=== multicycle_computer_param ===
**multicycle_computer_param: routed metal, one colour a layer**

Two of the layers only.
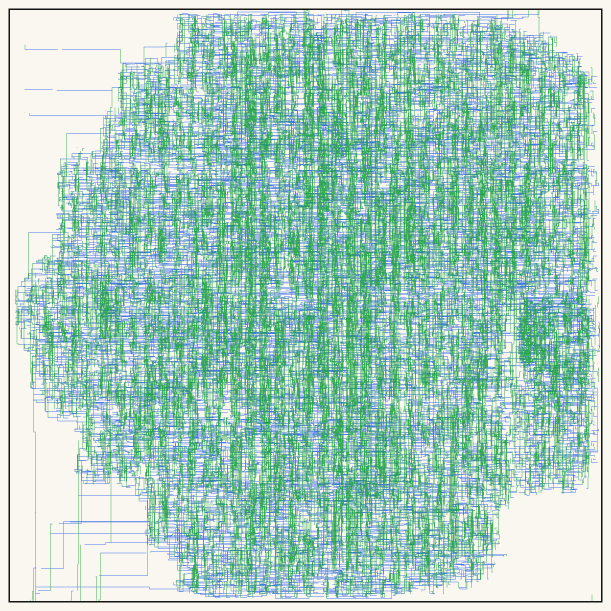
<file path="src/rtl/multicycle_pkg.sv">
// Shared opcodes, controller state codes, flag bit indices and instruction field offsets.
// The build macro MULTICYCLE_SHIFT_EN enables the SHL/SHR opcodes.
package multicycle_pkg;

    typedef enum logic [3:0] {
        ST_FETCH  = 4'd0,
        ST_DECODE = 4'd1,
        ST_EXEC   = 4'd2,
        ST_MEM    = 4'd3,
        ST_WB     = 4'd4,
        ST_HALT   = 4'd5
    } state_e;

    localparam logic [3:0] OP_NOP  = 4'h0;
    localparam logic [3:0] OP_LDI  = 4'h1;
    localparam logic [3:0] OP_ADD  = 4'h2;
    localparam logic [3:0] OP_SUB  = 4'h3;
    localparam logic [3:0] OP_AND  = 4'h4;
    localparam logic [3:0] OP_OR   = 4'h5;
    localparam logic [3:0] OP_XOR  = 4'h6;
    localparam logic [3:0] OP_MOV  = 4'h7;
    localparam logic [3:0] OP_LD   = 4'h8;
    localparam logic [3:0] OP_ST   = 4'h9;
    localparam logic [3:0] OP_JMP  = 4'hA;
    localparam logic [3:0] OP_JZ   = 4'hB;
    localparam logic [3:0] OP_JC   = 4'hC;
    localparam logic [3:0] OP_HALT = 4'hD;
    localparam logic [3:0] OP_SHL  = 4'hE;
    localparam logic [3:0] OP_SHR  = 4'hF;

    localparam int FLAG_Z = 0;
    localparam int FLAG_N = 1;
    localparam int FLAG_C = 2;
    localparam int FLAG_V = 3;

    // Offsets within the 8-bit header that sits above the DATA_W immediate
    localparam int F_RS = 0;
    localparam int F_RD = 2;
    localparam int F_OP = 4;

    function automatic logic sets_flags(input logic [3:0] op);
        logic f;
        f = (op == OP_ADD) || (op == OP_SUB) || (op == OP_AND) ||
            (op == OP_OR)  || (op == OP_XOR);
`ifdef MULTICYCLE_SHIFT_EN
        f = f || (op == OP_SHL) || (op == OP_SHR);
`endif
        return f;
    endfunction

endpackage

</file>
<file path="src/rtl/multicycle_computer_param_alu.sv">
// Combinational ALU: result and {V,C,N,Z} for the arithmetic, logic and shift opcodes.
// Shifts are only decoded when MULTICYCLE_SHIFT_EN is defined.
module mc_alu
    import multicycle_pkg::*;
#(
    parameter int DATA_W = 8
) (
    input  logic [3:0]        op,
    input  logic [DATA_W-1:0] a,
    input  logic [DATA_W-1:0] b,
    output logic [DATA_W-1:0] result,
    output logic [3:0]        flags
);

    logic [DATA_W:0] sum;
    logic [DATA_W:0] diff;
    logic            c;
    logic            v;

    always_comb begin
        sum    = {1'b0, a} + {1'b0, b};
        diff   = {1'b0, a} - {1'b0, b};
        result = '0;
        c      = 1'b0;
        v      = 1'b0;
        case (op)
            OP_ADD: begin
                result = sum[DATA_W-1:0];
                c      = sum[DATA_W];
                v      = (a[DATA_W-1] == b[DATA_W-1]) &&
                         (result[DATA_W-1] != a[DATA_W-1]);
            end
            OP_SUB: begin
                result = diff[DATA_W-1:0];
                c      = ~diff[DATA_W];
                v      = (a[DATA_W-1] != b[DATA_W-1]) &&
                         (result[DATA_W-1] != a[DATA_W-1]);
            end
            OP_AND: result = a & b;
            OP_OR:  result = a | b;
            OP_XOR: result = a ^ b;
`ifdef MULTICYCLE_SHIFT_EN
            OP_SHL: begin
                result = {a[DATA_W-2:0], 1'b0};
                c      = a[DATA_W-1];
            end
            OP_SHR: begin
                result = {1'b0, a[DATA_W-1:1]};
                c      = a[0];
            end
`endif
            default: result = '0;
        endcase
        flags         = '0;
        flags[FLAG_Z] = (result == '0);
        flags[FLAG_N] = result[DATA_W-1];
        flags[FLAG_C] = c;
        flags[FLAG_V] = v;
    end

endmodule

</file>
<file path="src/rtl/multicycle_computer_param.sv">
// Multicycle 4-register accumulator computer with writable program ROM and data memory.
// MULTICYCLE_SHIFT_EN adds SHL/SHR on opcodes E/F; otherwise they behave as NOP.
module multicycle_computer_param
    import multicycle_pkg::*;
#(
    parameter  int DATA_W     = 8,
    parameter  int PROG_DEPTH = 256,
    parameter  int DMEM_DEPTH = 16,
    localparam int PC_W       = $clog2(PROG_DEPTH),
    localparam int IW         = 8 + DATA_W
) (
    input  logic              clock,
    input  logic              reset,
    input  logic              prog_we,
    input  logic [PC_W-1:0]   prog_addr,
    input  logic [IW-1:0]     prog_data,
    output logic [DATA_W-1:0] R0_out,
    output logic [DATA_W-1:0] R1_out,
    output logic [3:0]        FLAGS,
    output logic [3:0]        state,
    output logic              halted
);

    localparam int DA_W = $clog2(DMEM_DEPTH);

    logic [IW-1:0]     rom_q  [PROG_DEPTH];
    logic [DATA_W-1:0] dmem_q [DMEM_DEPTH];

    state_e            state_q, state_d;
    logic [PC_W-1:0]   pc_q, pc_d;
    logic [IW-1:0]     ir_q, ir_d;
    logic [DATA_W-1:0] a_q, a_d;
    logic [DATA_W-1:0] b_q, b_d;
    logic [DATA_W-1:0] res_q, res_d;
    logic [3:0]        flags_q, flags_d;
    logic [DATA_W-1:0] rf_q [4];
    logic [DATA_W-1:0] rf_d [4];
    logic              dm_we;

    logic [3:0]        op;
    logic [1:0]        rd;
    logic [1:0]        rs;
    logic [DATA_W-1:0] imm;
    logic [DATA_W-1:0] alu_res;
    logic [3:0]        alu_flags;
    logic [DATA_W-1:0] wdat;

    assign op  = ir_q[DATA_W+F_OP +: 4];
    assign rd  = ir_q[DATA_W+F_RD +: 2];
    assign rs  = ir_q[DATA_W+F_RS +: 2];
    assign imm = ir_q[DATA_W-1:0];

    mc_alu #(.DATA_W(DATA_W)) u_alu (
        .op     (op),
        .a      (a_q),
        .b      (b_q),
        .result (alu_res),
        .flags  (alu_flags)
    );

    always_comb begin
        state_d = state_q;
        pc_d    = pc_q;
        ir_d    = ir_q;
        a_d     = a_q;
        b_d     = b_q;
        res_d   = res_q;
        flags_d = flags_q;
        rf_d    = rf_q;
        dm_we   = 1'b0;
        wdat    = alu_res;
        case (state_q)
            ST_FETCH: begin
                ir_d    = rom_q[pc_q];
                pc_d    = (pc_q == PC_W'(PROG_DEPTH-1)) ? '0 : pc_q + 1'b1;
                state_d = ST_DECODE;
            end
            ST_DECODE: begin
                a_d     = rf_q[rd];
                b_d     = rf_q[rs];
                state_d = (op == OP_HALT) ? ST_HALT : ST_EXEC;
            end
            ST_EXEC: begin
                case (op)
                    OP_NOP: state_d = ST_FETCH;
                    OP_JMP: begin
                        pc_d    = PC_W'(imm);
                        state_d = ST_FETCH;
                    end
                    OP_JZ: begin
                        if (flags_q[FLAG_Z]) pc_d = PC_W'(imm);
                        state_d = ST_FETCH;
                    end
                    OP_JC: begin
                        if (flags_q[FLAG_C]) pc_d = PC_W'(imm);
                        state_d = ST_FETCH;
                    end
                    OP_LD, OP_ST: state_d = ST_MEM;
`ifdef MULTICYCLE_SHIFT_EN
                    OP_SHL, OP_SHR: state_d = ST_WB;
`else
                    OP_SHL, OP_SHR: state_d = ST_FETCH;
`endif
                    default: state_d = ST_WB;
                endcase
            end
            ST_MEM: begin
                if (op == OP_ST) begin
                    dm_we   = 1'b1;
                    state_d = ST_FETCH;
                end else begin
                    res_d   = dmem_q[b_q[DA_W-1:0]];
                    state_d = ST_WB;
                end
            end
            ST_WB: begin
                case (op)
                    OP_LDI:  wdat = imm;
                    OP_MOV:  wdat = b_q;
                    OP_LD:   wdat = res_q;
                    default: wdat = alu_res;
                endcase
                rf_d[rd] = wdat;
                if (sets_flags(op)) flags_d = alu_flags;
                state_d = ST_FETCH;
            end
            ST_HALT: state_d = ST_HALT;
            default: state_d = ST_FETCH;
        endcase
    end

    always_ff @(posedge clock) begin
        if (reset) begin
            state_q <= ST_FETCH;
            pc_q    <= '0;
            ir_q    <= '0;
            a_q     <= '0;
            b_q     <= '0;
            res_q   <= '0;
            flags_q <= '0;
            for (int i = 0; i < 4; i++) rf_q[i] <= '0;
        end else begin
            state_q <= state_d;
            pc_q    <= pc_d;
            ir_q    <= ir_d;
            a_q     <= a_d;
            b_q     <= b_d;
            res_q   <= res_d;
            flags_q <= flags_d;
            rf_q    <= rf_d;
        end
    end

    // Memories are deliberately left out of reset
    always_ff @(posedge clock) begin
        if (prog_we) rom_q[prog_addr] <= prog_data;
        if (!reset && dm_we) dmem_q[b_q[DA_W-1:0]] <= a_q;
    end

    assign R0_out = rf_q[0];
    assign R1_out = rf_q[1];
    assign FLAGS  = flags_q;
    assign state  = state_q;
    assign halted = (state_q == ST_HALT);

endmodule

</file>
<file path="config.mk">
export PLATFORM = sky130hd
export DESIGN_NAME = multicycle_computer_param
export DESIGN_NICKNAME = d
export VERILOG_FILES = /design/src/rtl/multicycle_pkg.sv /design/src/rtl/multicycle_computer_param_alu.sv /design/src/rtl/multicycle_computer_param.sv
export SDC_FILE = /design/constraint.sdc
export NUM_CORES = 2
export LEC_CHECK = 0
export CAP_MARGIN = 20
export CORE_MARGIN = 2
export CORE_UTILIZATION = 55
export DETAILED_ROUTE_END_ITERATION = 6
export PLACE_DENSITY = 0.7
export REMOVE_ABC_BUFFERS = 1
export SETUP_SLACK_MARGIN = 0.5
export SYNTH_ARGS = -nofsm -noshare
export SYNTH_HDL_FRONTEND = slang
export SYNTH_MEMORY_MAX_BITS = 65536
export SYNTH_SLANG_ARGS = --single-unit
</file>
<file path="constraint.sdc">
create_clock -name clock -period 3.95 [get_ports clock]
set_clock_uncertainty 0.15 [all_clocks]
set_input_delay 0.79 -clock clock [delete_from_list [all_inputs] [get_ports clock]]
set_output_delay 0.79 -clock clock [all_outputs]
set_load 0.05 [all_outputs]
</file>
==> results.toml <==
# synthesis and place-and-route metrics
[grt]
grt_pass1_wl_um = 632000

[cts]
cts_setup_buffers = 34
holdBufCountCts = 0

[min_path]
min_path_type = "in2reg"

[route]
route.top_layer_used = "met5"
drt-vias-per-instance = 6.75

[setup_path]
cpPeakStageDelay_ns = 0.93
slowest_stage = "nor4_2"
critical_path_class = "reg2reg"
worstPathRequired_ns = 4.71

[layout]
fillers = 19500
utilization_pct = 63.7
nonClkBufAreaFrac_pct = 4.63
diodes = 13

[outcome]
run_status = "finished, final reports clean"

[placed_design]
dp_hpwl_um = 271000
portBuffers = 50
post-place-ws_ns = -0.248

[logic_synthesis]
aoi_share_pct = 2.90
syn_area_um2 = 167000
synth-main-ff-cell = "edfxtp_1"
adder_share_pct = 0.211

[power_and_ir_drop]
p_seq_share_pct = 44.2
clock_net_power_mw = 40.4
pg_seq_mw = 50.8
p_sw_mw = 30.4
Notes on 'routed metal, one colour a layer' of multicycle_computer_param above:
metal 1: in blue, wire length 168 mm. metal 2: in green, wire length 209 mm.
DR vias: 87600
GRT Util Overall: 28.7%
wire length per cell: 34.4 um
Routed WL: 446000 um

==> cell usage in the layout, fill, tap and decap left out, drive strengths merged, types with 10 or more instances in the layout <==
master	n
bufinv	49
a2111oi	10
nor3	57
nor2b	33
o221ai	27
and2	26
mux4	1048
a21oi	56
a32oi	10
clkdlybuf4s50	32
o22ai	124
o211ai	53
clkinv	202
a22o	36
a211oi	77
mux2i	184
nand3	104
dfxtp	87
a221oi	13
nor4	40
and4	10
nand2	207
mux2	10
clkinvlp	12
and3	17
inv	44
diode	13
buf	839
a311oi	13
edfxtp	4224
a22oi	118
o21ai	51
a221o	13
ha	25
clkbuf	503
nand4	59
nor2	435
a31oi	14
==> registers in the layout, indices dropped and copies added, names as in the netlist, 16 cells and up <==
name and flops:
rom_q 4096, dmem_q 128, ir_q 16, rf_q 16
==> worst reg2reg max path, delay by kind of cell (launching register included) <==
family	cells	cell delay [ns]
simple gates	4	1.80
buf+inv	3	0.70
flops	1	0.66
compound gates	1	0.16
==> path summary, 6_finish.rpt <==
kind              cells after the start      from        to
setup / recovery                      8   pc_q[7]   ir_q[7]
hold / removal                        2     reset  res_q[7]
setup reg to reg                      8   pc_q[7]   ir_q[7]
hold reg to reg                       2  FLAGS[3]  FLAGS[3]

=== expo_sensor_writer_flat ===
==> config.mk <==
export PLATFORM = sky130hd
export DESIGN_NAME = expo_sensor_writer_flat
export DESIGN_NICKNAME = d
export VERILOG_FILES = /design/src/rtl/expo_sensor_writer_if.sv /design/src/rtl/expo_sensor_writer.sv /design/src/flat_wrapper.sv
export SDC_FILE = /design/constraint.sdc
export NUM_CORES = 1
export LEC_CHECK = 0
export ABC_AREA = 1
export CORE_AREA = 8 8 84 86
export DETAILED_ROUTE_END_ITERATION = 8
export DIE_AREA = 0 0 92 94
export DONT_BUFFER_PORTS = 1
export HOLD_SLACK_MARGIN = 0.06
export PLACE_DENSITY = 0.77
export SLEW_MARGIN = 10
export SYNTH_ARGS = -nofsm -noshare
export SYNTH_HDL_FRONTEND = slang
export SYNTH_SLANG_ARGS = --single-unit
==> constraint.sdc <==
create_clock -name clk -period 2.65 [get_ports clk]
set_clock_uncertainty 0.05 [all_clocks]
set_input_delay 0.53 -clock clk [delete_from_list [all_inputs] [get_ports clk]]
set_output_delay 0.53 -clock clk [all_outputs]
set_load 0.03 [all_outputs]
==> src/rtl/expo_sensor_writer_if.sv <==
// Sensor register-write command channel: 16-bit address, 8-bit data, valid/ready.
// The writer drives the master side; the SCCB/I2C master sits on the slave side.
interface expo_sensor_writer_if;
  logic        cmd_valid;
  logic [15:0] cmd_addr;
  logic [7:0]  cmd_data;
  logic        cmd_ready;

  modport master (
    output cmd_valid,
    output cmd_addr,
    output cmd_data,
    input  cmd_ready
  );

  modport slave (
    input  cmd_valid,
    input  cmd_addr,
    input  cmd_data,
    output cmd_ready
  );
endinterface

==> src/rtl/expo_sensor_writer.sv <==
// Clamps the AE exposure on each frame strobe and writes it to the sensor as H/M/L register writes.
// First command one cycle after the strobe; each command is held until cmd_ready, so a stall just stretches the sequence.
module expo_sensor_writer #(
  parameter logic [23:0] EXPO_MAX       = 24'h0FFFFF,
  parameter logic [23:0] EXPO_MIN       = 24'h000010,
  parameter logic [23:0] EXPO_INIT      = 24'h011264,
  parameter logic [15:0] REG_EXPO_H     = 16'h3500,
  parameter logic [15:0] REG_EXPO_M     = 16'h3501,
  parameter logic [15:0] REG_EXPO_L     = 16'h3502,
  parameter bit          USE_GROUP_HOLD = 1'b1,
  parameter logic [15:0] REG_GROUP      = 16'h3212
) (
  input  logic                 clk,
  input  logic                 rst,
  input  logic                 enable,
  input  logic                 frame_new,
  input  logic [23:0]          expo_in,
  expo_sensor_writer_if.master cmd,
  output logic                 busy,
  output logic                 update_done,
  output logic [23:0]          applied_expo,
  output logic [7:0]           overrun_cnt
);

  typedef enum logic [2:0] {
    IDLE, GH_START, WR_H, WR_M, WR_L, GH_END, GH_LAUNCH
  } state_t;

  localparam state_t FIRST = USE_GROUP_HOLD ? GH_START : WR_H;

  state_t      state_q, state_d;
  logic [23:0] pend_q, pend_d;
  logic [23:0] applied_q, applied_d;
  logic [7:0]  ovr_q, ovr_d;
  logic        primed_q, primed_d;
  logic        cmd_valid_q, cmd_valid_d;
  logic [15:0] cmd_addr_q, cmd_addr_d;
  logic [7:0]  cmd_data_q, cmd_data_d;
  logic        busy_q, busy_d;
  logic        done_q, done_d;

  logic [23:0] ec;
  logic        hs;
  state_t      nxt;

  function automatic logic [23:0] cmd_word(input state_t s, input logic [23:0] e);
    logic [23:0] w;
    case (s)
      GH_START:  w = {REG_GROUP, 8'h00};
      WR_H:      w = {REG_EXPO_H, 4'h0, e[19:16]};
      WR_M:      w = {REG_EXPO_M, e[15:8]};
      WR_L:      w = {REG_EXPO_L, e[7:0]};
      GH_END:    w = {REG_GROUP, 8'h10};
      GH_LAUNCH: w = {REG_GROUP, 8'hA0};
      default:   w = 24'h000000;
    endcase
    return w;
  endfunction

  // IDLE as a successor marks the final command of the sequence.
  function automatic state_t next_of(input state_t s);
    state_t n;
    case (s)
      GH_START: n = WR_H;
      WR_H:     n = WR_M;
      WR_M:     n = WR_L;
      WR_L:     n = USE_GROUP_HOLD ? GH_END : IDLE;
      GH_END:   n = GH_LAUNCH;
      default:  n = IDLE;
    endcase
    return n;
  endfunction

  always_comb begin
    ec = expo_in;
    if (expo_in < EXPO_MIN) begin
      ec = EXPO_MIN;
    end else if (expo_in > EXPO_MAX) begin
      ec = EXPO_MAX;
    end
  end

  always_comb begin
    state_d     = state_q;
    pend_d      = pend_q;
    applied_d   = applied_q;
    ovr_d       = ovr_q;
    primed_d    = primed_q;
    cmd_valid_d = cmd_valid_q;
    cmd_addr_d  = cmd_addr_q;
    cmd_data_d  = cmd_data_q;
    busy_d      = busy_q;
    done_d      = 1'b0;
    hs          = cmd_valid_q && cmd.cmd_ready;
    nxt         = next_of(state_q);

    if (state_q == IDLE) begin
      if (frame_new && enable) begin
        pend_d = ec;
        // Skip the bus traffic when the sensor already holds this value.
        if (!(primed_q && (ec == applied_q))) begin
          state_d                  = FIRST;
          cmd_valid_d              = 1'b1;
          busy_d                   = 1'b1;
          {cmd_addr_d, cmd_data_d} = cmd_word(FIRST, ec);
        end
      end
    end else begin
      if (frame_new && enable && (ovr_q != 8'hFF)) begin
        ovr_d = ovr_q + 8'd1;
      end
      if (hs) begin
        state_d = nxt;
        if (nxt == IDLE) begin
          cmd_valid_d = 1'b0;
          busy_d      = 1'b0;
          done_d      = 1'b1;
          applied_d   = pend_q;
          primed_d    = 1'b1;
        end else begin
          {cmd_addr_d, cmd_data_d} = cmd_word(nxt, pend_q);
        end
      end
    end
  end

  always_ff @(posedge clk) begin
    if (rst) begin
      state_q     <= IDLE;
      pend_q      <= EXPO_INIT;
      applied_q   <= EXPO_INIT;
      ovr_q       <= 8'h00;
      primed_q    <= 1'b0;
      cmd_valid_q <= 1'b0;
      cmd_addr_q  <= 16'h0000;
      cmd_data_q  <= 8'h00;
      busy_q      <= 1'b0;
      done_q      <= 1'b0;
    end else begin
      state_q     <= state_d;
      pend_q      <= pend_d;
      applied_q   <= applied_d;
      ovr_q       <= ovr_d;
      primed_q    <= primed_d;
      cmd_valid_q <= cmd_valid_d;
      cmd_addr_q  <= cmd_addr_d;
      cmd_data_q  <= cmd_data_d;
      busy_q      <= busy_d;
      done_q      <= done_d;
    end
  end

  assign cmd.cmd_valid = cmd_valid_q;
  assign cmd.cmd_addr  = cmd_addr_q;
  assign cmd.cmd_data  = cmd_data_q;
  assign busy          = busy_q;
  assign update_done   = done_q;
  assign applied_expo  = applied_q;
  assign overrun_cnt   = ovr_q;

endmodule

==> src/flat_wrapper.sv <==
// flat-port wrapper written by rule: the top's interface ports become plain ports
module expo_sensor_writer_flat 
#(
  parameter logic [23:0] EXPO_MAX       = 24'h0FFFFF,
  parameter logic [23:0] EXPO_MIN       = 24'h000010,
  parameter logic [23:0] EXPO_INIT      = 24'h011264,
  parameter logic [15:0] REG_EXPO_H     = 16'h3500,
  parameter logic [15:0] REG_EXPO_M     = 16'h3501,
  parameter logic [15:0] REG_EXPO_L     = 16'h3502,
  parameter bit          USE_GROUP_HOLD = 1'b1,
  parameter logic [15:0] REG_GROUP      = 16'h3212
)
  (clk, rst, enable, frame_new, expo_in, busy, update_done, applied_expo, overrun_cnt, cmd_cmd_valid, cmd_cmd_addr, cmd_cmd_data, cmd_cmd_ready);
  expo_sensor_writer_if cmd_i ();
  input  logic clk;
  input  logic rst;
  input  logic enable;
  input  logic frame_new;
  input  logic [23:0] expo_in;
  output logic busy;
  output logic update_done;
  output logic [23:0] applied_expo;
  output logic [7:0] overrun_cnt;
  output wire logic [$bits(cmd_i.cmd_valid)-1:0] cmd_cmd_valid;
  output wire logic [$bits(cmd_i.cmd_addr)-1:0] cmd_cmd_addr;
  output wire logic [$bits(cmd_i.cmd_data)-1:0] cmd_cmd_data;
  input wire logic [$bits(cmd_i.cmd_ready)-1:0] cmd_cmd_ready;
  assign cmd_cmd_valid = cmd_i.cmd_valid;
  assign cmd_cmd_addr = cmd_i.cmd_addr;
  assign cmd_cmd_data = cmd_i.cmd_data;
  assign cmd_i.cmd_ready = cmd_cmd_ready;
  expo_sensor_writer #(.EXPO_MAX(EXPO_MAX), .EXPO_MIN(EXPO_MIN), .EXPO_INIT(EXPO_INIT), .REG_EXPO_H(REG_EXPO_H), .REG_EXPO_M(REG_EXPO_M), .REG_EXPO_L(REG_EXPO_L), .USE_GROUP_HOLD(USE_GROUP_HOLD), .REG_GROUP(REG_GROUP)) u_core (.clk(clk), .rst(rst), .enable(enable), .frame_new(frame_new), .expo_in(expo_in), .cmd(cmd_i), .busy(busy), .update_done(update_done), .applied_expo(applied_expo), .overrun_cnt(overrun_cnt));
endmodule
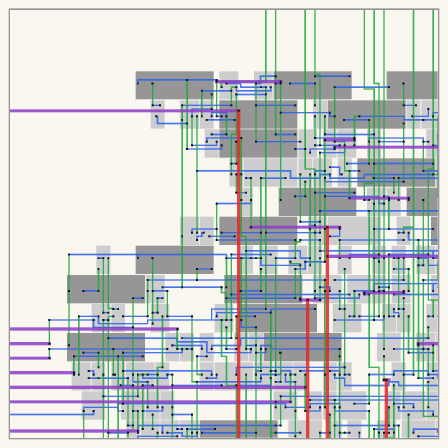
**Above:** expo_sensor_writer_flat (zoomed window).
Window x 3 to 43, y 50 to 90 um. Cells in grey, sequential cells in the stronger grey; small squares are vias.
metal 4: in red. metal 1: in blue. metal 3: in purple. metal 2: in green.
Sequential cells in the window: 16. Most frequent: nor2_1 (29), dfxtp_1 (16). Netlist names of flops here include `u_core.applied_expo` (8), `u_core.pend_q` (8). 106 logic cells have their middle in the window.

==> results.toml <==
# synthesis and place-and-route metrics
[outcome]
run_status = "finished, final reports clean"

[grt]
grt_max_degree = 50
use_met1_pct = 24.0

[layout]
fillers = 535
sh_comb_area_pct = 45.0

[floorplanning]
io_pins = 88

[logic_synthesis]
synth_chip_area_um2 = 3510
syn_area_um2 = 3510
ys.flops = 75
yosys_warnings = 0
top_cell = "nand2_1"
synth-main-ff-cell = "dfxtp_1"

[cts]
clock-root-buffer = "clkbuf_8"
clk_pin_slew_worst_paths_ns = 0.07
htree_levels = 3

[power_and_ir_drop]
p_sw_share_pct = 41.4

[setup_path]
cpLargestDelayFamily = "simple AND/OR/NAND/NOR gates"
r2r_end = "u_core.cmd.cmd_addr[10]"
cpPeakStageDelay_ns = 0.23
slowest_stage = "buf_4"
critPathBufInv = 2

[route]
totalWireLength_um = 9130

[placed_design]
dp_hpwl_um = 6690

[sta]
rsz0062_at_grt = "no"
min_period_ns = 2.16
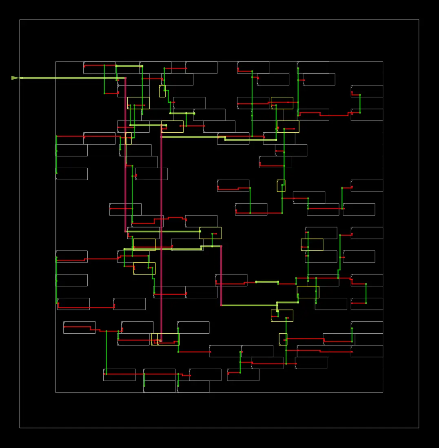
**Above:** expo_sensor_writer_flat (clock routing).
clock sink total: 75
CTS buffer count: 9
Clock buffer cells: 14

[through the flow]
stage | area (um2) | setup WS [ns] | total power, mW | cells
after floorplan | 3540 | 0.594 | 2.50 | 513
after global placement | 3500 | 0.218 | 2.60 | 564
after detailed placement | 3500 | 0.149 | 2.65 | 564
after CTS | 3670 | 0.491 | 3.42 | 580
after global routing | 3670 | 0.296 | 3.63 | 580
final | 3670 | 0.493 | 3.41 | 580
[state kept, by name (all words and copies together) (netlist names)]
signal                count
u_core.cmd.cmd_addr       5
u_core.update_done        1
u_core.primed_q           1
u_core.overrun_cnt        8
u_core.applied_expo      24
u_core.pend_q            24
u_core.cmd.cmd_data       8
u_core.state_q            3
u_core.cmd.cmd_valid      1
[layer usage]
| metal | routed length (um) | share of wire (%) |
|---|---|---|
| met1 | 3590 | 39 |
| met2 | 4400 | 48 |
| met3 | 993 | 11 |
| met4 | 148 | 1.6 |
| met5 | 0 | 0 |
[power by group through the flow]
stage,Sequential [mW],Combinational [mW],Clock (mW)
3_5_place_dp,1.72,0.930,0
4_1_cts,1.69,0.935,0.790
2_1_floorplan,1.63,0.876,0
6_report,1.69,0.939,0.783
5_1_grt,1.72,1.06,0.850
3_3_place_gp,1.71,0.894,0

=== matrix_row_scanner ===
**matrix_row_scanner: clock routing**

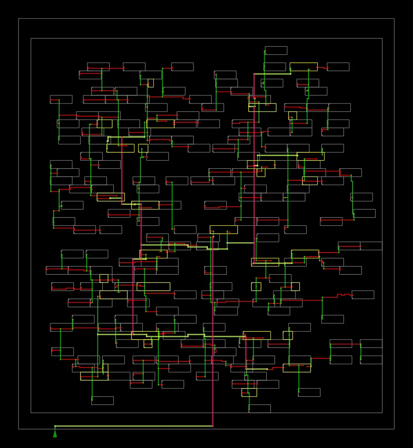
**matrix_row_scanner: routed metal, one colour a layer**

Two of the layers only.
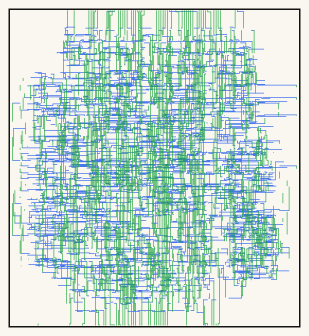
===== config.mk =====
export PLATFORM = sky130hd
export DESIGN_NAME = matrix_row_scanner
export DESIGN_NICKNAME = d
export VERILOG_FILES = /design/src/rtl/matrix_row_scanner.sv
export SDC_FILE = /design/constraint.sdc
export NUM_CORES = 1
export LEC_CHECK = 0
export CAP_MARGIN = 10
export CORE_ASPECT_RATIO = 1.1
export CORE_MARGIN = 4
export CORE_UTILIZATION = 53
export DETAILED_ROUTE_END_ITERATION = 16
export PLACE_DENSITY = 0.8
export SLEW_MARGIN = 30
export SYNTH_ARGS = -nofsm -noshare
export SYNTH_HDL_FRONTEND = slang
export SYNTH_SLANG_ARGS = --single-unit

===== constraint.sdc =====
create_clock -name clk -period 3.1 [get_ports clk]
set_clock_uncertainty 0.15 [all_clocks]
set_input_delay 0.465 -clock clk [delete_from_list [all_inputs] [get_ports clk]]
set_output_delay 0.465 -clock clk [all_outputs]
set_load 0.03 [all_outputs]

===== src/rtl/matrix_row_scanner.sv =====
// Row-multiplexed 8x16 LED matrix scanner: shifts each row word out serially, latches it, then lights the row.
// Optional MATRIX_ROW_SCANNER_BLANK_EN blanks row_sel during LATCH and lights the new row on the first HOLD cycle.
module matrix_row_scanner #(
   parameter int CLK_DIV  = 4,
   parameter int ROW_HOLD = 1024
) (
   input  logic         clk,
   input  logic         rst_n,
   input  logic [127:0] frame_i,
   output logic         frame_ack,
   output logic         sclk,
   output logic         sdata,
   output logic         latch,
   output logic [7:0]   row_sel
);

   localparam int DIV_W  = $clog2(CLK_DIV + 1);
   localparam int HOLD_W = $clog2(ROW_HOLD + 1);
   localparam logic [DIV_W-1:0]  DIV_LAST  = DIV_W'(CLK_DIV - 1);
   localparam logic [HOLD_W-1:0] HOLD_LAST = HOLD_W'(ROW_HOLD - 1);

   typedef enum logic [1:0] {
      S_LOAD,
      S_SHIFT,
      S_LATCH,
      S_HOLD
   } state_t;

   state_t              state, state_n;
   logic [DIV_W-1:0]    div_cnt, div_cnt_n;
   logic [HOLD_W-1:0]   hold_cnt, hold_cnt_n;
   logic [4:0]          bit_cnt, bit_cnt_n;
   logic [2:0]          row, row_n;
   logic [127:0]        frame_buf, frame_buf_n;
   logic [15:0]         shreg, shreg_n;
   logic                sclk_n, latch_n, frame_ack_n;
   logic [7:0]          row_sel_n;
   logic [7:0]          row_onehot;
   logic [15:0]         row_word;

   assign row_onehot = 8'd1 << row;
   // Row r occupies bits 127-16r down; that top index is {7-r, 4'hF} == {~r, 4'hF}.
   assign row_word   = frame_buf[{~row, 4'hF} -: 16];
   assign sdata      = shreg[15];

   always_comb begin
      state_n     = state;
      div_cnt_n   = div_cnt;
      hold_cnt_n  = hold_cnt;
      bit_cnt_n   = bit_cnt;
      row_n       = row;
      frame_buf_n = frame_buf;
      shreg_n     = shreg;
      sclk_n      = sclk;
      latch_n     = latch;
      row_sel_n   = row_sel;
      frame_ack_n = 1'b0;

      case (state)
         S_LOAD: begin
            if (row == 3'd0) begin
               frame_buf_n = frame_i;
               frame_ack_n = 1'b1;
               shreg_n     = frame_i[127:112];
            end else begin
               shreg_n = row_word;
            end
            div_cnt_n = '0;
            bit_cnt_n = '0;
            sclk_n    = 1'b0;
            state_n   = S_SHIFT;
         end

         S_SHIFT: begin
            if (div_cnt == DIV_LAST) begin
               div_cnt_n = '0;
               if (!sclk) begin
                  sclk_n = 1'b1;
               end else begin
                  sclk_n = 1'b0;
                  if (bit_cnt == 5'd15) begin
                     latch_n = 1'b1;
                     state_n = S_LATCH;
`ifdef MATRIX_ROW_SCANNER_BLANK_EN
                     row_sel_n = '0;
`else
                     row_sel_n = row_onehot;
`endif
                  end else begin
                     bit_cnt_n = bit_cnt + 5'd1;
                     shreg_n   = {shreg[14:0], 1'b0};
                  end
               end
            end else begin
               div_cnt_n = div_cnt + 1'b1;
            end
         end

         S_LATCH: begin
            if (div_cnt == DIV_LAST) begin
               div_cnt_n  = '0;
               hold_cnt_n = '0;
               latch_n    = 1'b0;
               state_n    = S_HOLD;
`ifdef MATRIX_ROW_SCANNER_BLANK_EN
               row_sel_n  = row_onehot;
`endif
            end else begin
               div_cnt_n = div_cnt + 1'b1;
            end
         end

         S_HOLD: begin
            if (hold_cnt == HOLD_LAST) begin
               hold_cnt_n = '0;
               row_n      = row + 3'd1;
               state_n    = S_LOAD;
            end else begin
               hold_cnt_n = hold_cnt + 1'b1;
            end
         end

         default: state_n = S_LOAD;
      endcase
   end

   always_ff @(posedge clk) begin
      if (!rst_n) begin
         state     <= S_LOAD;
         div_cnt   <= '0;
         hold_cnt  <= '0;
         bit_cnt   <= '0;
         row       <= '0;
         frame_buf <= '0;
         shreg     <= '0;
         sclk      <= 1'b0;
         latch     <= 1'b0;
         row_sel   <= '0;
         frame_ack <= 1'b0;
      end else begin
         state     <= state_n;
         div_cnt   <= div_cnt_n;
         hold_cnt  <= hold_cnt_n;
         bit_cnt   <= bit_cnt_n;
         row       <= row_n;
         frame_buf <= frame_buf_n;
         shreg     <= shreg_n;
         sclk      <= sclk_n;
         latch     <= latch_n;
         row_sel   <= row_sel_n;
         frame_ack <= frame_ack_n;
      end
   end

endmodule


==> results.toml <==
# synthesis and place-and-route metrics
[logic_synthesis]
adder_share_pct = 2.33
yosys_warnings = 0
ys.flops = 179

[power_and_ir_drop]
pg_seq_mw = 3.13
clock_net_power_mw = 2.08
power_mw = 7.98

[setup_path]
critical_path_class = "reg2reg"
r2r_end = "frame_buf[76]"
slowest_stage = "and2_4"
rr_startpoint = "row[0]"

[grt]
antenna_found_initial = 0
grt_pass1_wl_um = 33300
met3_usage_pct = 5.43

[min_path]
hold_depth = 2
min_path_type = "reg2reg"

[layout]
fillers = 1204
logic_area_um2 = 4060
finalNetCount = 1217

[sta]
maxSlewViolCount = 0
rsz0062_at_grt = "no"
fin_hold_ws_ns = 0.301

[job]
warning_count = 34

[route]
ant_nets = 0

[outcome]
run_status = "finished, final reports clean"
## Picture notes: 'clock routing' of matrix_row_scanner
clock sink total: 179
Flops: 179
Clock buffer cells: 20
latest clock arrival within the worst-skew pair: 0.43 ns
CTS buffer count: 17

## Picture notes: 'routed metal, one colour a layer' of matrix_row_scanner
metal 1: in blue, wire length 8730 um. metal 2: in green, wire length 10500 um.
wire length per cell: 16.5 um
GRT Util Overall: 24.2%
Routed WL: 21100 um
DR vias: 7211

## cell type report
class,instances,area share [%]
tap,192,2.38
clock inverter,11,1.03
timing repair buffer,156,15.7
inverter,11,0.434
clock buffer,20,4.63
multi-input combinational,707,40.2
sequential,179,35.6
## Yosys cell counts (4+ instances only)
cell       instances  share of area [%]
nand2_1          289                 13
a21oi_1          153                9.5
nand3_1           35                2.2
mux4_2            17                4.8
dfxtp_1          179                 45
ha_1              15                2.3
o21ai_0            8               0.50
clkbuf_1          31                1.4
or4_1              4               0.37
nor3_1             4               0.25
a31oi_1            6               0.47
buf_2             32                2.0
inv_1             11               0.51
nand4_1            4               0.31
nand2b_1           5               0.39
nor2b_1           17                1.3
a2111oi_0          4               0.44
mux2i_1           30                3.7
o41ai_1           13                1.4
mux2_2             5               0.70
a21o_1            13                1.2
nor2_1            42                2.0
a2111oi_2          6                1.1
buf_4              6               0.56
## state kept, by name, indices dropped and copies added, names as in the netlist
register,flops
latch,1
state,2
hold_cnt,11
frame_ack,1
row_sel,8
row,3
bit_cnt,5
sclk,1
shreg,16
div_cnt,3
frame_buf,128

=== uart_tx_buffered ===
**uart_tx_buffered: where the registers sit**

Scale bar: 50 um. Other sequential cells in the stronger grey, the rest of the logic in the fainter grey.
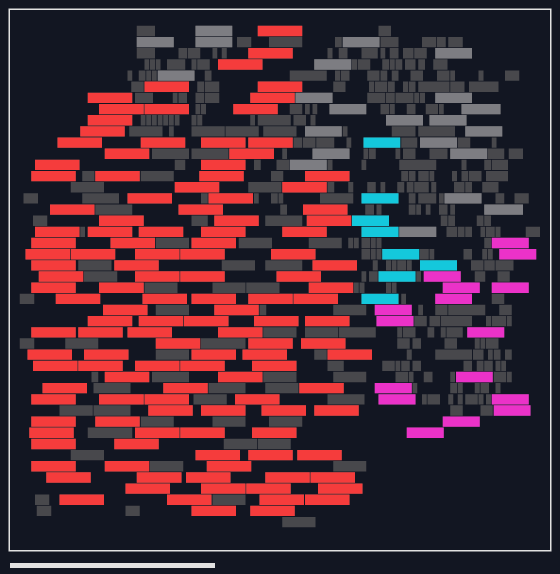
**uart_tx_buffered: clock routing**

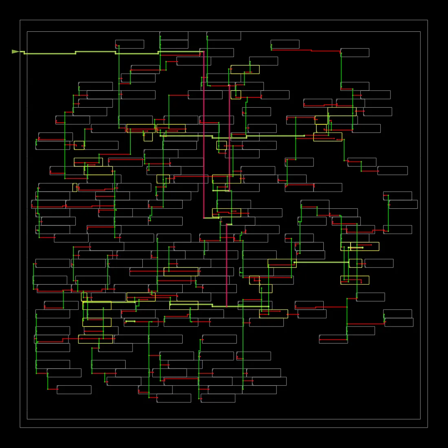
**config.mk**
```make
export PLATFORM = sky130hd
export DESIGN_NAME = uart_tx_buffered
export DESIGN_NICKNAME = d
export VERILOG_FILES = /design/src/rtl/uart_pkg.sv /design/src/rtl/sync_fifo.sv /design/src/rtl/uart_tx_buffered.sv
export SDC_FILE = /design/constraint.sdc
export NUM_CORES = 1
export LEC_CHECK = 0
export CAP_MARGIN = 20
export CORE_MARGIN = 2
export CORE_UTILIZATION = 45
export CTS_CLUSTER_DIAMETER = 50
export DETAILED_ROUTE_END_ITERATION = 10
export GPL_TIMING_DRIVEN = 0
export HOLD_SLACK_MARGIN = 0.05
export PLACE_DENSITY = 0.61
export SYNTH_ARGS = -nofsm -noshare
export SYNTH_HDL_FRONTEND = slang
export SYNTH_SLANG_ARGS = --single-unit
export TNS_END_PERCENT = 30
```
**constraint.sdc**
```tcl
create_clock -name clk -period 7.1 [get_ports clk]
set_input_delay 0.71 -clock clk [delete_from_list [all_inputs] [get_ports clk]]
set_output_delay 0.71 -clock clk [all_outputs]
set_load 0.005 [all_outputs]
```
**src/rtl/uart_pkg.sv**
```systemverilog
`default_nettype none
// ============================================================================
// Module      : uart_pkg
// Description : Shared definitions for the buffered UART transmitter:
//               serializer state encoding, default bit period and frame
//               lengths (in bit periods).
// Config      : UART_TX_PARITY_EN selects the 8E1 frame in the users.
// Revision    : 1.0 - initial release
// ============================================================================
package uart_pkg;

  // 100 MHz system clock / 115200 baud
  localparam int CLKS_PER_BIT_DEF = 868;

  // Frame lengths in bit periods: start + 8 data (+ parity) + stop
  localparam int FRAME_BITS_8N1 = 10;
  localparam int FRAME_BITS_8E1 = 11;
  localparam int DATA_BITS      = FRAME_BITS_8N1 - 2;

  typedef enum logic [2:0] {
    ST_IDLE   = 3'd0,
    ST_START  = 3'd1,
    ST_DATA   = 3'd2,
    ST_PARITY = 3'd3,
    ST_STOP   = 3'd4
  } tx_state_e;

endpackage
`default_nettype wire

```
**src/rtl/sync_fifo.sv**
```systemverilog
`default_nettype none
// ============================================================================
// Module      : sync_fifo
// Description : Single-clock first-in first-out buffer with registered
//               full/empty flags that reflect the occupancy after each edge.
//               Writes while full are dropped, even with a concurrent read.
// Ports       : clk, reset (async, active high)
//               i_wr_en/i_wr_data  - push interface
//               i_rd_en/o_rd_data  - pop interface, data valid while !o_empty
//               o_full, o_empty    - registered occupancy flags
// Revision    : 1.0 - initial release
// ============================================================================
module sync_fifo #(
  parameter int DATA_W = 8,
  parameter int ADDR_W = 4
) (
  input  logic              clk,
  input  logic              reset,
  input  logic              i_wr_en,
  input  logic [DATA_W-1:0] i_wr_data,
  input  logic              i_rd_en,
  output logic [DATA_W-1:0] o_rd_data,
  output logic              o_full,
  output logic              o_empty
);

  localparam int DEPTH = 1 << ADDR_W;

  logic [DATA_W-1:0] r_mem [DEPTH];
  logic [ADDR_W-1:0] r_wr_ptr;
  logic [ADDR_W-1:0] r_rd_ptr;
  logic [ADDR_W:0]   r_count;
  logic              r_full;
  logic              r_empty;

  logic              w_wr;
  logic              w_rd;
  logic [ADDR_W:0]   w_count_nxt;

  // Gate on the registered flags so a full FIFO ignores a write even when a
  // read frees a slot in the same cycle.
  assign w_wr = i_wr_en & ~r_full;
  assign w_rd = i_rd_en & ~r_empty;

  always_comb begin
    w_count_nxt = r_count;
    case ({w_wr, w_rd})
      2'b10:   w_count_nxt = r_count + 1'b1;
      2'b01:   w_count_nxt = r_count - 1'b1;
      default: w_count_nxt = r_count;
    endcase
  end

  // Storage is not reset; pointers and count define what is valid.
  always_ff @(posedge clk) begin
    if (w_wr) begin
      r_mem[r_wr_ptr] <= i_wr_data;
    end
  end

  always_ff @(posedge clk or posedge reset) begin
    if (reset) begin
      r_wr_ptr <= '0;
      r_rd_ptr <= '0;
      r_count  <= '0;
      r_full   <= 1'b0;
      r_empty  <= 1'b1;
    end else begin
      if (w_wr) r_wr_ptr <= r_wr_ptr + 1'b1;
      if (w_rd) r_rd_ptr <= r_rd_ptr + 1'b1;
      r_count <= w_count_nxt;
      r_full  <= (w_count_nxt == (ADDR_W+1)'(DEPTH));
      r_empty <= (w_count_nxt == '0);
    end
  end

  assign o_rd_data = r_mem[r_rd_ptr];
  assign o_full    = r_full;
  assign o_empty   = r_empty;

endmodule
`default_nettype wire

```
**src/rtl/uart_tx_buffered.sv**
```systemverilog
`default_nettype none
// ============================================================================
// Module      : uart_tx_buffered
// Description : Byte FIFO feeding an 8N1 UART serializer (8E1 when the
//               UART_TX_PARITY_EN macro is defined).
// Ports       : clk, reset (async, active high)
//               wr_en, wr_data     - byte push from the messenger
//               full, UART_empty   - registered FIFO flags
//               tx_busy            - serializer not idle
//               tx                 - registered serial line, idle high
// Config      : `define UART_TX_PARITY_EN to add an even parity bit.
// Revision    : 1.0 - initial release
// ============================================================================
module uart_tx_buffered
  import uart_pkg::*;
#(
  parameter int CLKS_PER_BIT = CLKS_PER_BIT_DEF,
  parameter int ADDR_W       = 4
) (
  input  logic       clk,
  input  logic       reset,
  input  logic       wr_en,
  input  logic [7:0] wr_data,
  output logic       full,
  output logic       UART_empty,
  output logic       tx_busy,
  output logic       tx
);

  localparam int TIMER_W = 16;

  tx_state_e          r_state;
  logic [TIMER_W-1:0] r_timer;
  logic [2:0]         r_bit_idx;
  logic [7:0]         r_shift;
  logic               r_tx;
`ifdef UART_TX_PARITY_EN
  logic               r_parity;
`endif

  logic               w_pop;
  logic               w_bit_done;
  logic [7:0]         w_fifo_data;
  logic               w_empty;

  sync_fifo #(
    .DATA_W (8),
    .ADDR_W (ADDR_W)
  ) u_fifo (
    .clk       (clk),
    .reset     (reset),
    .i_wr_en   (wr_en),
    .i_wr_data (wr_data),
    .i_rd_en   (w_pop),
    .o_rd_data (w_fifo_data),
    .o_full    (full),
    .o_empty   (w_empty)
  );

  // The serializer only takes a byte while idle, so the pop never needs to
  // wait on anything but the empty flag.
  assign w_pop      = (r_state == ST_IDLE) & ~w_empty;
  assign w_bit_done = (r_timer == TIMER_W'(CLKS_PER_BIT - 1));

  // tx is registered and loaded with the level of the state being entered,
  // so each bit appears on the line in the same cycle the state changes.
  always_ff @(posedge clk or posedge reset) begin
    if (reset) begin
      r_state   <= ST_IDLE;
      r_timer   <= '0;
      r_bit_idx <= '0;
      r_shift   <= '0;
      r_tx      <= 1'b1;
`ifdef UART_TX_PARITY_EN
      r_parity  <= 1'b0;
`endif
    end else begin
      case (r_state)
        ST_IDLE: begin
          r_tx <= 1'b1;
          if (w_pop) begin
            r_shift   <= w_fifo_data;
            r_timer   <= '0;
            r_bit_idx <= '0;
            r_tx      <= 1'b0;
`ifdef UART_TX_PARITY_EN
            r_parity  <= ^w_fifo_data;
`endif
            r_state   <= ST_START;
          end
        end

        ST_START: begin
          if (w_bit_done) begin
            r_timer <= '0;
            r_tx    <= r_shift[0];
            r_state <= ST_DATA;
          end else begin
            r_timer <= r_timer + 1'b1;
          end
        end

        ST_DATA: begin
          if (w_bit_done) begin
            r_timer <= '0;
            if (r_bit_idx == 3'(DATA_BITS - 1)) begin
`ifdef UART_TX_PARITY_EN
              r_tx    <= r_parity;
              r_state <= ST_PARITY;
`else
              r_tx    <= 1'b1;
              r_state <= ST_STOP;
`endif
            end else begin
              // Bit 0 of the shift register is always the bit on the line.
              r_bit_idx <= r_bit_idx + 1'b1;
              r_shift   <= r_shift >> 1;
              r_tx      <= r_shift[1];
            end
          end else begin
            r_timer <= r_timer + 1'b1;
          end
        end

`ifdef UART_TX_PARITY_EN
        ST_PARITY: begin
          if (w_bit_done) begin
            r_timer <= '0;
            r_tx    <= 1'b1;
            r_state <= ST_STOP;
          end else begin
            r_timer <= r_timer + 1'b1;
          end
        end
`endif

        ST_STOP: begin
          if (w_bit_done) begin
            r_timer <= '0;
            r_tx    <= 1'b1;
            r_state <= ST_IDLE;
          end else begin
            r_timer <= r_timer + 1'b1;
          end
        end

        default: begin
          r_timer <= '0;
          r_tx    <= 1'b1;
          r_state <= ST_IDLE;
        end
      endcase
    end
  end

  assign tx         = r_tx;
  assign tx_busy    = (r_state != ST_IDLE);
  assign UART_empty = w_empty;

endmodule
`default_nettype wire

```
==> results.toml <==
# synthesis and place-and-route metrics
[power_and_ir_drop]
ir_drop_v = 0.000183
p_sw_uw = 936
p_clk_share_pct = 30.3
powerDensity_nw_per_um2 = 373
p_seq_share_pct = 42.8

[outcome]
run_status = "finished, final reports clean"

[logic_synthesis]
synthCells = 453
syn_area_um2 = 7330
async_flop_share_pct = 26.4
simple_gate_area_share_pct = 8.85
synth.yosys.seq_area_share_pct = 68.2

[layout]
layout_top_cells = "128 x edfxtp_1, 45 x nor2_1, 44 x dfrtp_1"
top_regs = "u_fifo.r_mem (128), r_timer (16), r_shift (8)"
final_cell_area_um2 = 8380

[setup_path]
crit_path_end_kind = "register"
critical_path_class = "in2reg"
r2r_end = "u_fifo.o_empty"
arrival_ns = 2.92

[cts]
cts_tree = "built"
post_cts_resized = 0

[sta]
slew_headroom_pct = 37.9
setup_viol = 0
min_period_ns = 2.88
rsz0062_at_grt = "no"

[route]
drt_drc_violations_left = 0
ant_nets = 0

[floorplanning]
fp.dieW_um = 132
die_h_um = 132
Notes on 'where the registers sit' of uart_tx_buffered above:
`r_shift`: in cyan, placed flops 8. `u_fifo.r_mem`: in red, placed flops 128. `r_timer`: in magenta, placed flops 16, where right middle.
flop share of the area: 59.7%
register area: 5000 um2

Notes on 'clock routing' of uart_tx_buffered above:
latest clock arrival within the worst-skew pair: 0.42 ns
Flops: 174
clk pwr: 946 uW
clock sink total: 174
Clock buffer cells: 18

final cells by class:
cell class | instances | area [um2]
Fill cell | 1316 | 7510
Sequential cell | 174 | 5000
Multi-Input combinational cell | 246 | 2180
Clock buffer | 18 | 429
Tap cell | 216 | 270
Clock inverter | 14 | 170
Timing Repair Buffer | 17 | 170
Buffer | 21 | 104
Inverter | 12 | 57.6
layer usage:
| metal | track usage (%) | up-vias | part of all wire, % |
|---|---|---|---|
| met5 | 0 | - | 0 |
| met4 | 4.83 | 0 | 1.0 |
| met3 | 4.44 | 9 | 3.1 |
| met2 | 26.8 | 64 | 50 |
| met1 | 21.5 | 1924 | 46 |
| li1 | - | 1789 | - |
Yosys cell counts, types with 3 or more instances:
cell type,n,area (um2)
nand4_1,4,25.0
ha_1,10,125
nand3_1,5,25.0
nor2_1,45,169
nor3_1,7,35.0
dfrtp_1,44,1100
xor2_1,11,96.3
o21ai_0,9,45.0
nand2_1,39,146
a31oi_1,9,56.3
xnor2_1,15,131
nand2b_1,3,18.8
a21oi_1,9,45.0
mux4_2,40,901
and3_1,3,18.8
edfxtp_1,128,3840
buf_2,8,40.0
inv_1,10,37.5
nor2b_1,3,18.8
clkbuf_1,9,33.8

=== rf_writeback_ctrl ===
**rf_writeback_ctrl: where the registers sit**

Scale bar: 50 um. Other sequential cells in the stronger grey, the rest of the logic in the fainter grey.
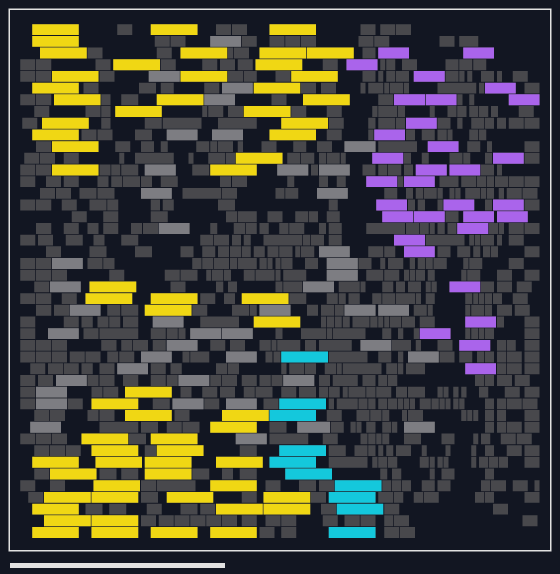
**rf_writeback_ctrl: routed metal, one colour a layer**

Two of the layers only.
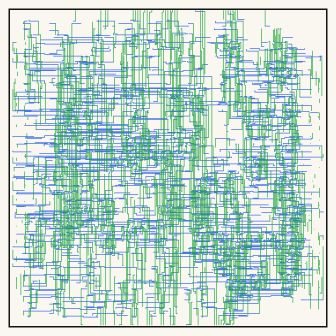
**rf_writeback_ctrl: clock routing**

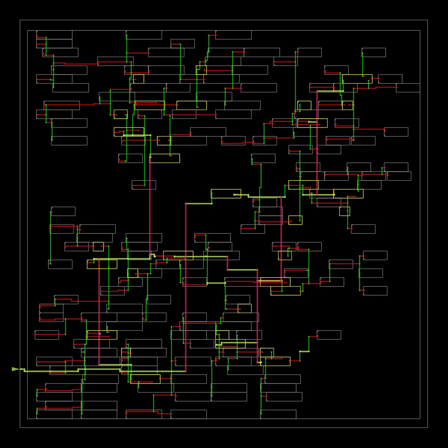
File: config.mk
export PLATFORM = sky130hd
export DESIGN_NAME = rf_writeback_ctrl
export DESIGN_NICKNAME = d
export VERILOG_FILES = /design/src/rtl/rf_writeback_ctrl.sv
export SDC_FILE = /design/constraint.sdc
export NUM_CORES = 1
export LEC_CHECK = 0
export CORE_MARGIN = 2
export CORE_UTILIZATION = 50
export DETAILED_ROUTE_END_ITERATION = 8
export PLACE_DENSITY = 0.81
export SLEW_MARGIN = 30
export SYNTH_ARGS = -nofsm -noshare
export SYNTH_HDL_FRONTEND = slang
export SYNTH_SLANG_ARGS = --single-unit
File: constraint.sdc
create_clock -name clk -period 4.55 [get_ports clk]
set_input_delay 1.365 -clock clk [delete_from_list [all_inputs] [get_ports clk]]
set_output_delay 1.365 -clock clk [all_outputs]
set_load 0.01 [all_outputs]
File: src/rtl/rf_writeback_ctrl.sv
// Register-file write-back controller: buffers ALU results, formats load data,
// arbitrates with load priority and drives a registered write port.
module rf_writeback_ctrl #(
  parameter int unsigned DEPTH = 2,
  parameter int unsigned XLEN  = 32
) (
  input  logic            clk,
  input  logic            reset,
  input  logic            alu_valid_i,
  output logic            alu_ready_o,
  input  logic [4:0]      alu_rd_i,
  input  logic [XLEN-1:0] alu_data_i,
  input  logic            ld_valid_i,
  input  logic [4:0]      ld_rd_i,
  input  logic [XLEN-1:0] ld_data_i,
  input  logic [2:0]      ld_funct3_i,
  input  logic [1:0]      ld_offset_i,
  output logic            rf_we_o,
  output logic [4:0]      rf_waddr_o,
  output logic [XLEN-1:0] rf_wdata_o,
  output logic [31:0]     pend_mask_o,
  output logic            ld_err_o,
  output logic [31:0]     wb_count_o
);
  localparam int unsigned AW = (DEPTH > 1) ? $clog2(DEPTH) : 1;
  localparam int unsigned CW = $clog2(DEPTH + 1);

  logic [4:0]      rd_mem_q   [DEPTH];
  logic [XLEN-1:0] data_mem_q [DEPTH];
  logic [AW-1:0]   wptr_q, rptr_q;
  logic [CW-1:0]   count_q, count_d;
  logic            rf_we_q, rf_we_d, ld_err_q, ld_err_d;
  logic [4:0]      rf_waddr_q, sel_rd;
  logic [XLEN-1:0] rf_wdata_q, sel_data, ld_fmt;
  logic [31:0]     wb_count_q;
  logic            push, pop, ld_ok, sel_valid;
  logic [7:0]      ld_byte;
  logic [15:0]     ld_half;

  assign alu_ready_o = (count_q != CW'(DEPTH));
  assign push        = alu_valid_i && alu_ready_o;
  // A load owns the write port this cycle, even an illegal one.
  assign pop         = !ld_valid_i && (count_q != '0);

  assign ld_byte = ld_data_i[{ld_offset_i, 3'b000} +: 8];
  assign ld_half = ld_data_i[{ld_offset_i[1], 4'b0000} +: 16];

  always_comb begin
    ld_ok  = 1'b1;
    ld_fmt = '0;
    unique case (ld_funct3_i)
      3'b000:  ld_fmt = {{(XLEN-8){ld_byte[7]}}, ld_byte};
      3'b100:  ld_fmt = {{(XLEN-8){1'b0}}, ld_byte};
      3'b001: begin
        ld_fmt = {{(XLEN-16){ld_half[15]}}, ld_half};
        ld_ok  = !ld_offset_i[0];
      end
      3'b101: begin
        ld_fmt = {{(XLEN-16){1'b0}}, ld_half};
        ld_ok  = !ld_offset_i[0];
      end
      3'b010: begin
        ld_fmt = ld_data_i;
        ld_ok  = (ld_offset_i == 2'b00);
      end
      default: ld_ok = 1'b0;
    endcase
  end

  always_comb begin
    sel_valid = 1'b0;
    sel_rd    = '0;
    sel_data  = '0;
    if (ld_valid_i) begin
      sel_valid = ld_ok;
      sel_rd    = ld_rd_i;
      sel_data  = ld_fmt;
    end else if (pop) begin
      sel_valid = 1'b1;
      sel_rd    = rd_mem_q[rptr_q];
      sel_data  = data_mem_q[rptr_q];
    end
    rf_we_d  = sel_valid && (sel_rd != 5'd0);
    ld_err_d = ld_valid_i && !ld_ok;
  end

  always_comb begin
    count_d = count_q;
    if (push && !pop) count_d = count_q + CW'(1);
    if (pop && !push) count_d = count_q - CW'(1);
  end

  always_comb begin
    logic [AW-1:0] idx;
    idx         = '0;
    pend_mask_o = '0;
    for (int unsigned i = 0; i < DEPTH; i++) begin
      idx = rptr_q + AW'(i);
      if ((CW'(i) < count_q) && (rd_mem_q[idx] != 5'd0)) pend_mask_o[rd_mem_q[idx]] = 1'b1;
    end
  end

  always_ff @(posedge clk) begin
    if (push) begin
      rd_mem_q[wptr_q]   <= alu_rd_i;
      data_mem_q[wptr_q] <= alu_data_i;
    end
  end

  always_ff @(posedge clk) begin
    if (reset) begin
      wptr_q     <= '0;
      rptr_q     <= '0;
      count_q    <= '0;
      rf_we_q    <= 1'b0;
      rf_waddr_q <= '0;
      rf_wdata_q <= '0;
      ld_err_q   <= 1'b0;
      wb_count_q <= '0;
    end else begin
      if (push) wptr_q <= wptr_q + AW'(1);
      if (pop)  rptr_q <= rptr_q + AW'(1);
      count_q  <= count_d;
      rf_we_q  <= rf_we_d;
      ld_err_q <= ld_err_d;
      if (rf_we_d) begin
        rf_waddr_q <= sel_rd;
        rf_wdata_q <= sel_data;
      end
      if (rf_we_q) wb_count_q <= wb_count_q + 32'd1;
    end
  end

  assign rf_we_o    = rf_we_q;
  assign rf_waddr_o = rf_waddr_q;
  assign rf_wdata_o = rf_wdata_q;
  assign ld_err_o   = ld_err_q;
  assign wb_count_o = wb_count_q;

endmodule
==> results.toml <==
# synthesis and place-and-route metrics
[sta]
hold_viol_final = 0

[cts]
clk_latency_ns = 0.43
clock-root-buffer = "clkbuf_16"
clockBufferDepth = 2

[power_and_ir_drop]
powerDensity_nw_per_um2 = 472
p_comb_mw = 1.50

[layout]
largestClassByArea = "registers"
nonClkBufAreaFrac_pct = 19.9
clkbuf_count = 17
final_cell_area_um2 = 9950
fillers = 1028

[setup_path]
ff2ff_path_depth = 8

[grt]
overflow = 0

[outcome]
run_status = "finished, final reports clean"

[route]
dr_wl_met3_um = 1950
About 'where the registers sit' of rf_writeback_ctrl:
`rd_mem_q`: in cyan, placed flops 10, where bottom middle. `wb_count_o`: in purple, placed flops 32. `data_mem_q`: in yellow, placed flops 64.
Power Sequential: 1.82 mW
register area: 3740 um2
fin util: 68.7%
flop share of the area: 37.6%

About 'routed metal, one colour a layer' of rf_writeback_ctrl:
metal 1: in blue, wire length 9150 um. metal 2: in green, wire length 11000 um.
DR vias: 6554
GRT Util Overall: 28.4%
wire length per cell: 21.6 um

About 'clock routing' of rf_writeback_ctrl:
clock skew: 0.00991 ns
clk pwr: 1.37 mW
CTS buffer count: 17

==> worst max-delay path, cell delays in order (launching register included) <==
cell and delay (ns):
dfxtp_1 0.67, mux2i_1 0.32, nor3b_1 0.46, nand2_1 0.20, o22ai_1 0.23, clkdlybuf4s50_1 0.58
==> cells by family after synthesis <==
group | count (synthesis) | share of synthesized area, %
multiplexers | 56 | 8.16
other | 1 | 0.0507
adder cells (fa/ha/maj) | 4 | 0.677
flip-flops | 150 | 50.6
XOR/XNOR | 30 | 3.55
AND/OR/NAND/NOR | 171 | 12.0
buffers and inverters | 70 | 4.18
AND-OR/OR-AND | 193 | 20.7
==> worst max path at each step <==
stage | start | to | slack, ns | cells past startpoint
final | rptr_q | pend_mask_o[14] | 0.30 | 5
after global routing | rptr_q | pend_mask_o[14] | 0.12 | 5
after CTS | rptr_q | pend_mask_o[7] | 0.34 | 5
after detailed placement | ld_offset_i[1] | rf_wdata_o[13] | 0.70 | 6
after global placement | ld_offset_i[1] | rf_wdata_o[13] | 0.88 | 6
after floorplan | alu_valid_i | data_mem_q[0][0] | 0.74 | 2


==> notes/layouts.md <==
Pictures saved along the way, in no particular order.

Zoomed window.
image #1
Window x 119 to 159, y 396 to 436 um. Cells in grey, sequential cells in the stronger grey; small squares are vias.
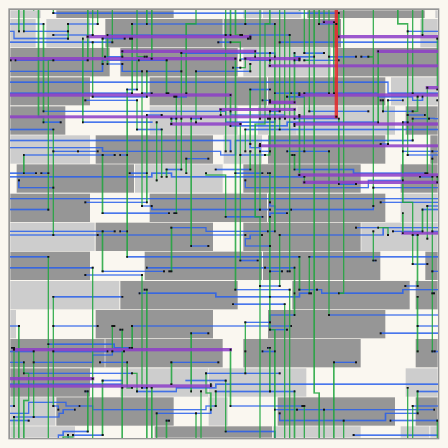
image #2
Window x 13 to 53, y 79 to 119 um. Cells in grey, sequential cells in the stronger grey; small squares are vias.
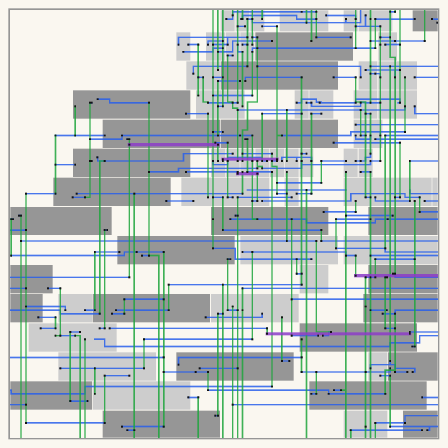
image #3
Window x 11 to 51, y 83 to 123 um. Cells in grey, sequential cells in the stronger grey; small squares are vias.
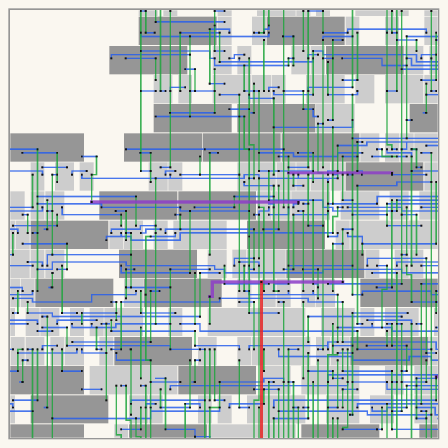
image #4
Window x 11 to 51, y 74 to 114 um. Cells in grey, sequential cells in the stronger grey; small squares are vias.
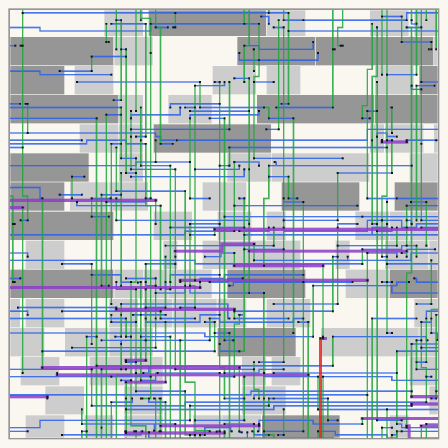
Image #4 comes from rf_writeback_ctrl.
Image #1 comes from multicycle_computer_param.
Image #3 comes from matrix_row_scanner.
Image #2 comes from uart_tx_buffered.

Power figures rest on the tool's default switching activity, not on a simulated workload.
